######## block 1 ########
### Routing congestion, block 1

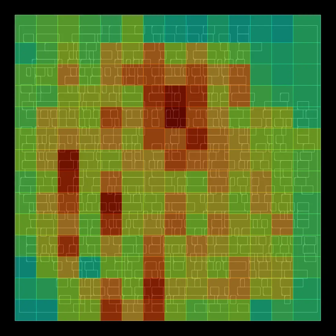

## src/rtl/cpu_pkg.sv

```systemverilog
// Shared pipeline definitions: controller state encoding, register/NOP constants
// and the bundle of pipeline-register controls driven by pipeline_ctrl.
package cpu_pkg;

  typedef enum logic [1:0] {
    ST_RUN      = 2'd0,
    ST_MEM_WAIT = 2'd1,
    ST_HALT     = 2'd2
  } state_e;

  localparam logic [4:0]  REG_ZERO  = 5'd0;
  localparam logic [31:0] NOP_INSTR = 32'h0;

  // Field order matches the bit order used when the bundle is viewed as a vector.
  typedef struct packed {
    logic pc_write;
    logic ifid_stall;
    logic ifid_flush;
    logic idex_bubble;
    logic exmem_stall;
    logic memwb_bubble;
    logic halt;
  } ctrl_t;

endpackage

```

## src/rtl/hazard_detect.sv

```systemverilog
// Load-use comparator: the load in EX writes a register the instruction in ID reads.
module hazard_detect
  import cpu_pkg::*;
(
  input  logic       idex_memread_i,
  input  logic [4:0] idex_rd_i,
  input  logic [4:0] ifid_rs_i,
  input  logic [4:0] ifid_rt_i,
  output logic       load_use_o
);

  // Writes to r0 are discarded, so they never create a dependence.
  assign load_use_o = idex_memread_i && (idex_rd_i != REG_ZERO) &&
                      ((idex_rd_i == ifid_rs_i) || (idex_rd_i == ifid_rt_i));

endmodule

```

## src/rtl/pipeline_ctrl.sv

```systemverilog
// Hazard/stall controller: RUN/MEM_WAIT/HALT FSM with memory watchdog, combinational
// pipeline-register controls, and free-running stall/flush event counters.
module pipeline_ctrl
  import cpu_pkg::*;
#(
  parameter int unsigned MEM_TIMEOUT = 255
) (
  input  logic        clk_i,
  input  logic        rst_n_i,
  input  logic        idex_memread_i,
  input  logic [4:0]  idex_rd_i,
  input  logic [4:0]  ifid_rs_i,
  input  logic [4:0]  ifid_rt_i,
  input  logic        branch_taken_i,
  input  logic        jump_i,
  input  logic        mem_req_i,
  input  logic        mem_ack_i,
  output logic        pc_write_o,
  output logic        ifid_stall_o,
  output logic        ifid_flush_o,
  output logic        idex_bubble_o,
  output logic        exmem_stall_o,
  output logic        memwb_bubble_o,
  output logic        halt_o,
  output logic [31:0] stall_cnt_o,
  output logic [31:0] flush_cnt_o
);

  // Memory handshake: mem_req_i marks an access by the instruction in MEM; the
  // access completes in the cycle mem_ack_i is high, and every earlier cycle of
  // that request (mem_req_i high, mem_ack_i low) freezes the pipeline.

  localparam logic [7:0] WD_LIMIT = 8'(MEM_TIMEOUT);

  state_e      state_q, state_d, cur_state;
  logic [7:0]  wd_q, wd_d;
  logic [31:0] stall_cnt_q, flush_cnt_q;
  logic        load_use, mem_miss, freeze, run_rules;
  ctrl_t       ctrl;

  hazard_detect u_hazard_detect (
    .idex_memread_i (idex_memread_i),
    .idex_rd_i      (idex_rd_i),
    .ifid_rs_i      (ifid_rs_i),
    .ifid_rt_i      (ifid_rt_i),
    .load_use_o     (load_use)
  );

  assign mem_miss = mem_req_i && !mem_ack_i;
  // During reset the controls already follow RUN rules so the pipeline keeps moving.
  assign cur_state = rst_n_i ? state_q : ST_RUN;

  always_comb begin
    state_d   = state_q;
    wd_d      = wd_q;
    freeze    = 1'b0;
    run_rules = 1'b0;
    case (cur_state)
      ST_RUN: begin
        if (mem_miss) begin
          freeze  = 1'b1;
          state_d = ST_MEM_WAIT;
          wd_d    = 8'd1;
        end else begin
          run_rules = 1'b1;
        end
      end
      ST_MEM_WAIT: begin
        if (mem_ack_i) begin
          run_rules = 1'b1;
          state_d   = ST_RUN;
        end else begin
          freeze = 1'b1;
          if (wd_q == WD_LIMIT) state_d = ST_HALT;
          else                  wd_d    = wd_q + 8'd1;
        end
      end
      ST_HALT: freeze = 1'b1;
      default: begin
        freeze  = 1'b1;
        state_d = ST_HALT;
      end
    endcase
  end

  always_comb begin
    ctrl          = '0;
    ctrl.pc_write = 1'b1;
    if (freeze) begin
      ctrl.pc_write     = 1'b0;
      ctrl.ifid_stall   = 1'b1;
      ctrl.exmem_stall  = 1'b1;
      ctrl.memwb_bubble = 1'b1;
      ctrl.halt         = (cur_state == ST_HALT);
    end else if (run_rules) begin
      // A load-use stall wins over a taken branch whose operands may come from the load.
      if (load_use) begin
        ctrl.pc_write    = 1'b0;
        ctrl.ifid_stall  = 1'b1;
        ctrl.idex_bubble = 1'b1;
      end else if (branch_taken_i || jump_i) begin
        ctrl.ifid_flush = 1'b1;
      end
    end
  end

  always_ff @(posedge clk_i) begin
    if (!rst_n_i) begin
      state_q     <= ST_RUN;
      wd_q        <= 8'd0;
      stall_cnt_q <= 32'd0;
      flush_cnt_q <= 32'd0;
    end else begin
      state_q     <= state_d;
      wd_q        <= wd_d;
      stall_cnt_q <= stall_cnt_q + 32'(!ctrl.pc_write);
      flush_cnt_q <= flush_cnt_q + 32'(ctrl.ifid_flush);
    end
  end

  assign pc_write_o     = ctrl.pc_write;
  assign ifid_stall_o   = ctrl.ifid_stall;
  assign ifid_flush_o   = ctrl.ifid_flush;
  assign idex_bubble_o  = ctrl.idex_bubble;
  assign exmem_stall_o  = ctrl.exmem_stall;
  assign memwb_bubble_o = ctrl.memwb_bubble;
  assign halt_o         = ctrl.halt;
  assign stall_cnt_o    = stall_cnt_q;
  assign flush_cnt_o    = flush_cnt_q;

endmodule

```

## config.mk

```make
export PLATFORM = sky130hd
export DESIGN_NAME = pipeline_ctrl
export DESIGN_NICKNAME = d
export VERILOG_FILES = /design/src/rtl/cpu_pkg.sv /design/src/rtl/hazard_detect.sv /design/src/rtl/pipeline_ctrl.sv
export SDC_FILE = /design/constraint.sdc
export NUM_CORES = 1
export LEC_CHECK = 0
export CAP_MARGIN = 20
export CELL_PAD_IN_SITES_DETAIL_PLACEMENT = 1
export CELL_PAD_IN_SITES_GLOBAL_PLACEMENT = 1
export CORE_UTILIZATION = 39
export DETAILED_ROUTE_END_ITERATION = 16
export PLACE_DENSITY = 0.87
export SETUP_SLACK_MARGIN = 0.2
export SLEW_MARGIN = 30
export SYNTH_ARGS = -nofsm -noshare
export SYNTH_HDL_FRONTEND = slang
export SYNTH_SLANG_ARGS = --single-unit
export TNS_END_PERCENT = 1
```

## constraint.sdc

```tcl
create_clock -name clk_i -period 7.9 [get_ports clk_i]
set_input_delay 0.79 -clock clk_i [delete_from_list [all_inputs] [get_ports clk_i]]
set_output_delay 0.79 -clock clk_i [all_outputs]
set_load 0.05 [all_outputs]
```

######## block 2 ########
[config.mk]
export PLATFORM = sky130hd
export DESIGN_NAME = pfd_loop_ctrl
export DESIGN_NICKNAME = d
export VERILOG_FILES = /design/src/rtl/pfd_ctrl_pkg.sv /design/src/rtl/pfd_loop_ctrl_if.sv /design/src/rtl/pfd_loop_ctrl_meas.sv /design/src/rtl/sync2.sv /design/src/rtl/pfd_loop_ctrl.sv
export SDC_FILE = /design/constraint.sdc
export NUM_CORES = 1
export LEC_CHECK = 0
export ABC_CLOCK_PERIOD_IN_PS = 3350
export CORE_MARGIN = 2
export CORE_UTILIZATION = 24
export DETAILED_ROUTE_END_ITERATION = 10
export PLACE_DENSITY = 0.4
export SLEW_MARGIN = 25
export SYNTH_ARGS = -nofsm -noshare
export SYNTH_HDL_FRONTEND = slang
export SYNTH_SLANG_ARGS = --single-unit
[constraint.sdc]
create_clock -name clk -period 3.35 [get_ports clk]
set_input_delay 0.8375 -clock clk [delete_from_list [all_inputs] [get_ports clk]]
set_output_delay 0.8375 -clock clk [all_outputs]
set_load 0.02 [all_outputs]
[src/rtl/pfd_ctrl_pkg.sv]
// Shared types, output codes and parameter defaults for the PFD loop controller.
package pfd_ctrl_pkg;

    typedef enum logic [2:0] {
        ST_IDLE   = 3'd0,
        ST_FLUSH  = 3'd1,
        ST_ACQ    = 3'd2,
        ST_TRACK  = 3'd3,
        ST_LOCKED = 3'd4
    } pfd_state_t;

    localparam logic [1:0] GAIN_OFF  = 2'b00;
    localparam logic [1:0] GAIN_HIGH = 2'b10;
    localparam logic [1:0] GAIN_LOW  = 2'b01;

    localparam int DEF_CNT_W      = 8;
    localparam int DEF_FLUSH_CYC  = 4;
    localparam int DEF_TRACK_TOL  = 16;
    localparam int DEF_LOCK_TOL   = 2;
    localparam int DEF_LOCK_CNT   = 8;
    localparam int DEF_UNLOCK_CNT = 4;
    localparam int DEF_TIMEOUT    = 1024;

    // States in which the PFD runs and its pulses are measured.
    function automatic logic is_run_state(pfd_state_t s);
        return (s == ST_ACQ) || (s == ST_TRACK) || (s == ST_LOCKED);
    endfunction

endpackage

[src/rtl/pfd_loop_ctrl_if.sv]
// Measurement channel between the loop FSM (master) and the up/down pulse counter (slave).
interface pfd_loop_ctrl_if
    import pfd_ctrl_pkg::*;
#(
    parameter int CNT_W = DEF_CNT_W
);
    logic                    up;
    logic                    down;
    logic                    ref_tick;
    logic                    cnt_en;
    logic signed [CNT_W:0]   err;
    logic                    err_valid;

    modport master (output up, down, ref_tick, cnt_en, input err, err_valid);
    modport slave  (input up, down, ref_tick, cnt_en, output err, err_valid);
endinterface

[src/rtl/pfd_loop_ctrl_meas.sv]
// Per-reference-period up/down pulse counter; produces a signed phase error on each ref_tick.
module pfd_loop_ctrl_meas
    import pfd_ctrl_pkg::*;
#(
    parameter int CNT_W = DEF_CNT_W
) (
    input logic              clk,
    input logic              rst,
    pfd_loop_ctrl_if.slave   mif
);
    localparam logic [CNT_W-1:0] CNT_MAX = '1;
    localparam logic [CNT_W-1:0] CNT_ONE = CNT_W'(1);

    logic             up_s;
    logic             dn_s;
    logic [CNT_W-1:0] up_cnt;
    logic [CNT_W-1:0] dn_cnt;
    logic [CNT_W-1:0] up_nxt;
    logic [CNT_W-1:0] dn_nxt;

    sync2 u_sync_up (.clk(clk), .rst(rst), .d(mif.up),   .q(up_s));
    sync2 u_sync_dn (.clk(clk), .rst(rst), .d(mif.down), .q(dn_s));

    // The tick cycle's own sample belongs to the window it closes.
    always_comb begin
        up_nxt = up_cnt;
        dn_nxt = dn_cnt;
        if (up_s && (up_cnt != CNT_MAX)) up_nxt = up_cnt + CNT_ONE;
        if (dn_s && (dn_cnt != CNT_MAX)) dn_nxt = dn_cnt + CNT_ONE;
    end

    always_ff @(posedge clk) begin
        if (rst) begin
            up_cnt        <= '0;
            dn_cnt        <= '0;
            mif.err       <= '0;
            mif.err_valid <= 1'b0;
        end else begin
            mif.err_valid <= 1'b0;
            if (!mif.cnt_en) begin
                up_cnt <= '0;
                dn_cnt <= '0;
            end else if (mif.ref_tick) begin
                up_cnt        <= '0;
                dn_cnt        <= '0;
                mif.err       <= $signed({1'b0, up_nxt}) - $signed({1'b0, dn_nxt});
                mif.err_valid <= 1'b1;
            end else begin
                up_cnt <= up_nxt;
                dn_cnt <= dn_nxt;
            end
        end
    end
endmodule

[src/rtl/sync2.sv]
// Two-flop synchronizer for a single asynchronous level.
module sync2 (
    input  logic clk,
    input  logic rst,
    input  logic d,
    output logic q
);
    logic meta;

    always_ff @(posedge clk) begin
        if (rst) begin
            meta <= 1'b0;
            q    <= 1'b0;
        end else begin
            meta <= d;
            q    <= meta;
        end
    end
endmodule

[src/rtl/pfd_loop_ctrl.sv]
// PFD loop sequencer: flush, acquire, track and lock on measured phase error.
// Define PFD_CTRL_STATS_EN to build the saturating lock-loss event counter.
//
// state  | meaning
// IDLE   | loop off, PFD held in reset, gain off
// FLUSH  | PFD held in reset for FLUSH_CYC cycles
// ACQ    | coarse acquisition, high gain
// TRACK  | fine tracking, low gain, counting toward lock
// LOCKED | lock declared, low gain, counting toward lock loss
module pfd_loop_ctrl
    import pfd_ctrl_pkg::*;
#(
    parameter int CNT_W      = DEF_CNT_W,
    parameter int FLUSH_CYC  = DEF_FLUSH_CYC,
    parameter int TRACK_TOL  = DEF_TRACK_TOL,
    parameter int LOCK_TOL   = DEF_LOCK_TOL,
    parameter int LOCK_CNT   = DEF_LOCK_CNT,
    parameter int UNLOCK_CNT = DEF_UNLOCK_CNT,
    parameter int TIMEOUT    = DEF_TIMEOUT
) (
    input  logic                  clk,
    input  logic                  rst,
    input  logic                  enable,
    input  logic                  up,
    input  logic                  down,
    input  logic                  ref_tick,
    output logic                  pfd_rst_n,
    output logic [1:0]            gain_sel,
    output logic                  locked,
    output logic [2:0]            state,
    output logic signed [CNT_W:0] err,
    output logic                  err_valid,
    output logic                  ref_lost,
    output logic [7:0]            lock_loss_cnt
);
    localparam int TO_W = $clog2(TIMEOUT + 1);
    localparam int FL_W = $clog2(FLUSH_CYC + 1);
    localparam int LK_W = $clog2(LOCK_CNT + 1);
    localparam int UL_W = $clog2(UNLOCK_CNT + 1);

    localparam logic [TO_W-1:0]  TO_LOAD      = TO_W'(TIMEOUT - 1);
    localparam logic [TO_W-1:0]  TO_ONE       = TO_W'(1);
    localparam logic [FL_W-1:0]  FL_LOAD      = FL_W'(FLUSH_CYC - 1);
    localparam logic [FL_W-1:0]  FL_ONE       = FL_W'(1);
    localparam logic [LK_W-1:0]  LK_LOAD      = LK_W'(LOCK_CNT - 1);
    localparam logic [LK_W-1:0]  LK_ONE       = LK_W'(1);
    localparam logic [UL_W-1:0]  UL_LOAD      = UL_W'(UNLOCK_CNT - 1);
    localparam logic [UL_W-1:0]  UL_ONE       = UL_W'(1);
    localparam logic [CNT_W:0]   TRACK_TOL_V  = (CNT_W + 1)'(TRACK_TOL);
    localparam logic [CNT_W:0]   LOCK_TOL_V   = (CNT_W + 1)'(LOCK_TOL);

    pfd_state_t      cur_state;
    pfd_state_t      nxt_state;
    logic [TO_W-1:0] to_cnt;
    logic [FL_W-1:0] fl_cnt;
    logic [LK_W-1:0] lk_cnt;
    logic [UL_W-1:0] ul_cnt;
    logic [CNT_W:0]  err_mag;
    logic            in_run;
    logic            ev;
    logic            in_track_tol;
    logic            in_lock_tol;
    logic            timeout_hit;

    pfd_loop_ctrl_if #(.CNT_W(CNT_W)) mif ();

    assign mif.up       = up;
    assign mif.down     = down;
    assign mif.ref_tick = ref_tick;
    assign mif.cnt_en   = in_run;

    pfd_loop_ctrl_meas #(.CNT_W(CNT_W)) u_meas (
        .clk (clk),
        .rst (rst),
        .mif (mif)
    );

    assign err          = mif.err;
    assign err_valid    = mif.err_valid;
    assign ev           = mif.err_valid;
    assign err_mag      = mif.err[CNT_W] ? -mif.err : mif.err;
    assign in_track_tol = (err_mag <= TRACK_TOL_V);
    assign in_lock_tol  = (err_mag <= LOCK_TOL_V);
    assign in_run       = is_run_state(cur_state);
    // A tick landing on the terminal count still counts as arriving in time.
    assign timeout_hit  = in_run && (to_cnt == '0) && !ref_tick;
    assign state        = cur_state;

    always_ff @(posedge clk) begin
        if (rst) cur_state <= ST_IDLE;
        else     cur_state <= nxt_state;
    end

    always_comb begin
        nxt_state = cur_state;
        pfd_rst_n = 1'b0;
        gain_sel  = GAIN_OFF;
        locked    = 1'b0;
        ref_lost  = 1'b0;
        case (cur_state)
            ST_ACQ:    begin pfd_rst_n = 1'b1; gain_sel = GAIN_HIGH; end
            ST_TRACK:  begin pfd_rst_n = 1'b1; gain_sel = GAIN_LOW;  end
            ST_LOCKED: begin pfd_rst_n = 1'b1; gain_sel = GAIN_LOW; locked = 1'b1; end
            default:   ;
        endcase
        if (!enable) begin
            nxt_state = ST_IDLE;
        end else if (timeout_hit) begin
            nxt_state = ST_FLUSH;
            ref_lost  = 1'b1;
        end else begin
            case (cur_state)
                ST_IDLE:   nxt_state = ST_FLUSH;
                ST_FLUSH:  if (fl_cnt == '0) nxt_state = ST_ACQ;
                ST_ACQ:    if (ev && in_track_tol) nxt_state = ST_TRACK;
                ST_TRACK: begin
                    if (ev && !in_track_tol)                   nxt_state = ST_ACQ;
                    else if (ev && in_lock_tol && lk_cnt == '0) nxt_state = ST_LOCKED;
                end
                ST_LOCKED: if (ev && !in_lock_tol && ul_cnt == '0) nxt_state = ST_TRACK;
                default:   nxt_state = ST_IDLE;
            endcase
        end
    end

    always_ff @(posedge clk) begin
        if (rst) begin
            to_cnt <= TO_LOAD;
            fl_cnt <= FL_LOAD;
            lk_cnt <= LK_LOAD;
            ul_cnt <= UL_LOAD;
        end else begin
            if (!in_run || ref_tick)  to_cnt <= TO_LOAD;
            else if (to_cnt != '0)    to_cnt <= to_cnt - TO_ONE;

            if (cur_state != ST_FLUSH) fl_cnt <= FL_LOAD;
            else if (fl_cnt != '0)     fl_cnt <= fl_cnt - FL_ONE;

            // Run counters reload whenever the streak they measure is broken.
            if (cur_state != ST_TRACK) begin
                lk_cnt <= LK_LOAD;
            end else if (ev) begin
                if (!in_lock_tol)        lk_cnt <= LK_LOAD;
                else if (lk_cnt != '0)   lk_cnt <= lk_cnt - LK_ONE;
            end

            if (cur_state != ST_LOCKED) begin
                ul_cnt <= UL_LOAD;
            end else if (ev) begin
                if (in_lock_tol)         ul_cnt <= UL_LOAD;
                else if (ul_cnt != '0)   ul_cnt <= ul_cnt - UL_ONE;
            end
        end
    end

`ifdef PFD_CTRL_STATS_EN
    logic [7:0] loss_q;

    always_ff @(posedge clk) begin
        if (rst) begin
            loss_q <= 8'd0;
        end else if ((cur_state == ST_LOCKED)
                     && ((nxt_state == ST_TRACK) || (nxt_state == ST_FLUSH))
                     && (loss_q != 8'hFF)) begin
            loss_q <= loss_q + 8'd1;
        end
    end

    assign lock_loss_cnt = loss_q;
`else
    assign lock_loss_cnt = 8'd0;
`endif

endmodule

### Routing congestion, block 2

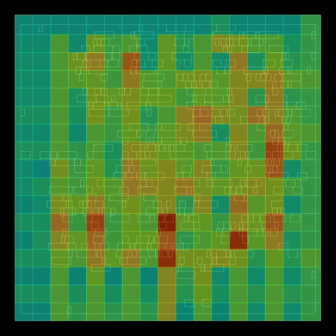
met2 GRT Util: 16.7%
gr busiest metal: met2
grt met3 use: 1.89%
overall global routing resource usage: 10.5%
Final Util: 29.3%

==> summary.txt, block 2 <==
Tool warnings -> 29
Via Count -> 2505
Final-layout clock-cell area share -> 3.57%
Setup Skew -> 0.00502 ns
CTS Buffer Depth -> 2
WL met2 -> 3.12 mm
Placed insts -> 564
Final hold vios -> 0
Core area -> 0.0127 mm^2
Hold Crit Class -> reg -> reg
Tmin final -> 3.22 ns
Worst slew pin tran -> 0.734 ns
Cell-internal power -> 0.937 mW
CP max stage delay -> 0.53 ns
Hold-fix buffers at CTS -> 0
Hold depth -> 1
Most numerous cell in the Yosys netlist -> dfxtp_1
Clock sink count -> 54
Switch share -> 21.4%
FP Core Util -> 24.6%
Top cells, area -> dfxtp_1, ha_1, xnor2_1, nor2_1, nand2_1
Reg2reg start -> u_meas.dn_cnt[0]$_SDFF_PP0_
DRT iter0 DRCs -> 137
Net Switching -> 0.255 mW
R2R depth -> 15
Status -> finished, final reports clean
Comb area -> 0.00188 mm^2
==> block 2: cells by family (layout without fill, tap and decap cells) <==
group / after synthesis / count (layout) / share of synthesized area [%]
AND/OR/NAND/NOR: 157 / 157 / 27.6
AND-OR/OR-AND: 61 / 61 / 13.8
flip-flops: 54 / 54 / 34.7
buffers and inverters: 41 / 66 / 5.98
XOR/XNOR: 27 / 27 / 7.59
adder cells (fa/ha/maj): 20 / 20 / 8.27
multiplexers: 6 / 6 / 2.01
other: 1 / 8 / 0.120
### Logic cells by family, block 1

Drawn at 4 px/um.
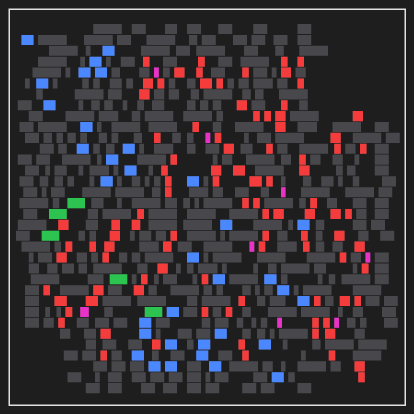
family	color	cells	most used
inverters	magenta	8	inv_1
adder and majority cells	green	5	ha_1
inverting AOI/OAI gates	red	96	a21oi_1
XOR/XNOR gates	blue	34	xnor2_1
Comb area share: 42.6%
post-route insts no fill: 622
Commonest Layout Cell: clkdlybuf4s50_1

About 'Routing congestion' of block 1:
global routing usage on met1: 27.5%
gr busiest metal: met2
grt met3 use: 4.68%
overall global routing resource usage: 23.0%

==> summary.txt, block 1 <==
Status -> finished, final reports clean
CP Launch Type -> primary input
Core area -> 0.00889 mm^2
Hold Startpoint -> flush_cnt_o[31]$_SDFF_PN0_
Yosys synthesis chip area -> 0.00364 mm^2
Yosys Warn Count -> 0
Placed insts -> 606
I/O pins -> 93
Worst setup EP type -> primary output
RR Endpoint -> stall_cnt_o[26]$_SDFF_PN0_
Layout cell share with drive strength beyond 1 -> 4.47%
WL/cell -> 17.5 um
Combinational Power Share -> 9.8%
Total Power -> 0.719 mW
FP Core Util -> 40.9%
Top cells by count -> dfxtp_1, a21oi_1, nand3_1
Net count after synthesis -> 453
Setup WS post-layout -> 3.84 ns
Final Util -> 53.8%
==> block 1: metal layers <==
| metal | share of wire [%] | global-route usage (%) | up-vias |
|---|---|---|---|
| met5 | 0 | 0 | - |
| met2 | 51 | 41.1 | 70 |
| li1 | - | - | 1777 |
| met3 | 3.2 | 4.68 | 17 |
| met4 | 1.6 | 7.81 | 0 |
| met1 | 44 | 27.5 | 1795 |
==> block 1: cell type report <==
type	instances	area, um^2	area share [%]
multi-input combinational	324	2040	42.6
sequential	74	1480	31.0
timing repair buffer	92	921	19.2
tap	108	135	2.82
clock buffer	9	124	2.59
clock inverter	7	52.6	1.10
inverter	8	32.5	0.680


==> screenshots <==
Sequential cells colored by netlist name.
Drawn at 4 px/um. Other sequential cells in the stronger gray, the rest of the logic in the fainter gray.
picture 1
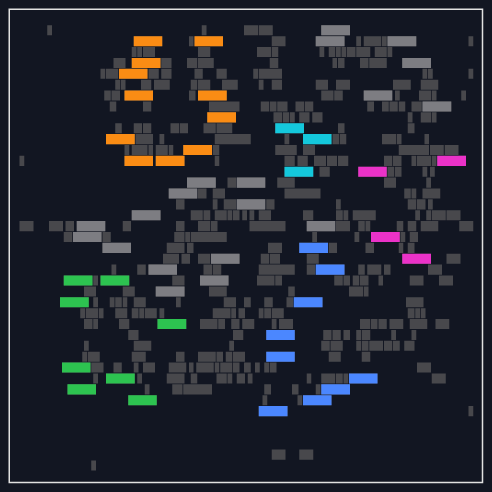
picture 2
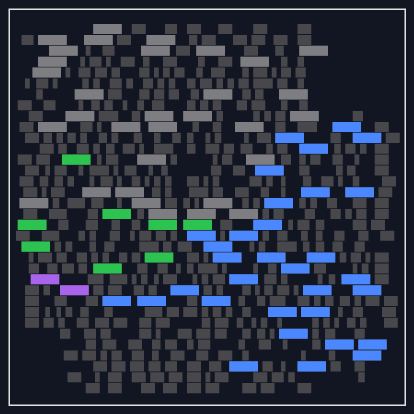
| from | picture |
|---|---|
| block 2 | picture 1 |
| block 1 | picture 2 |
Of these, largest die: picture 1
Of these, most sequential cells: picture 2

Key to picture 1:
signal	color	placed flops
state	cyan	3
u_meas.dn_cnt	green	8
lk_cnt	magenta	4
u_meas.mif.err	blue	9
to_cnt	orange	11
not colored	19

Power is estimated from default activity; no workload was simulated.
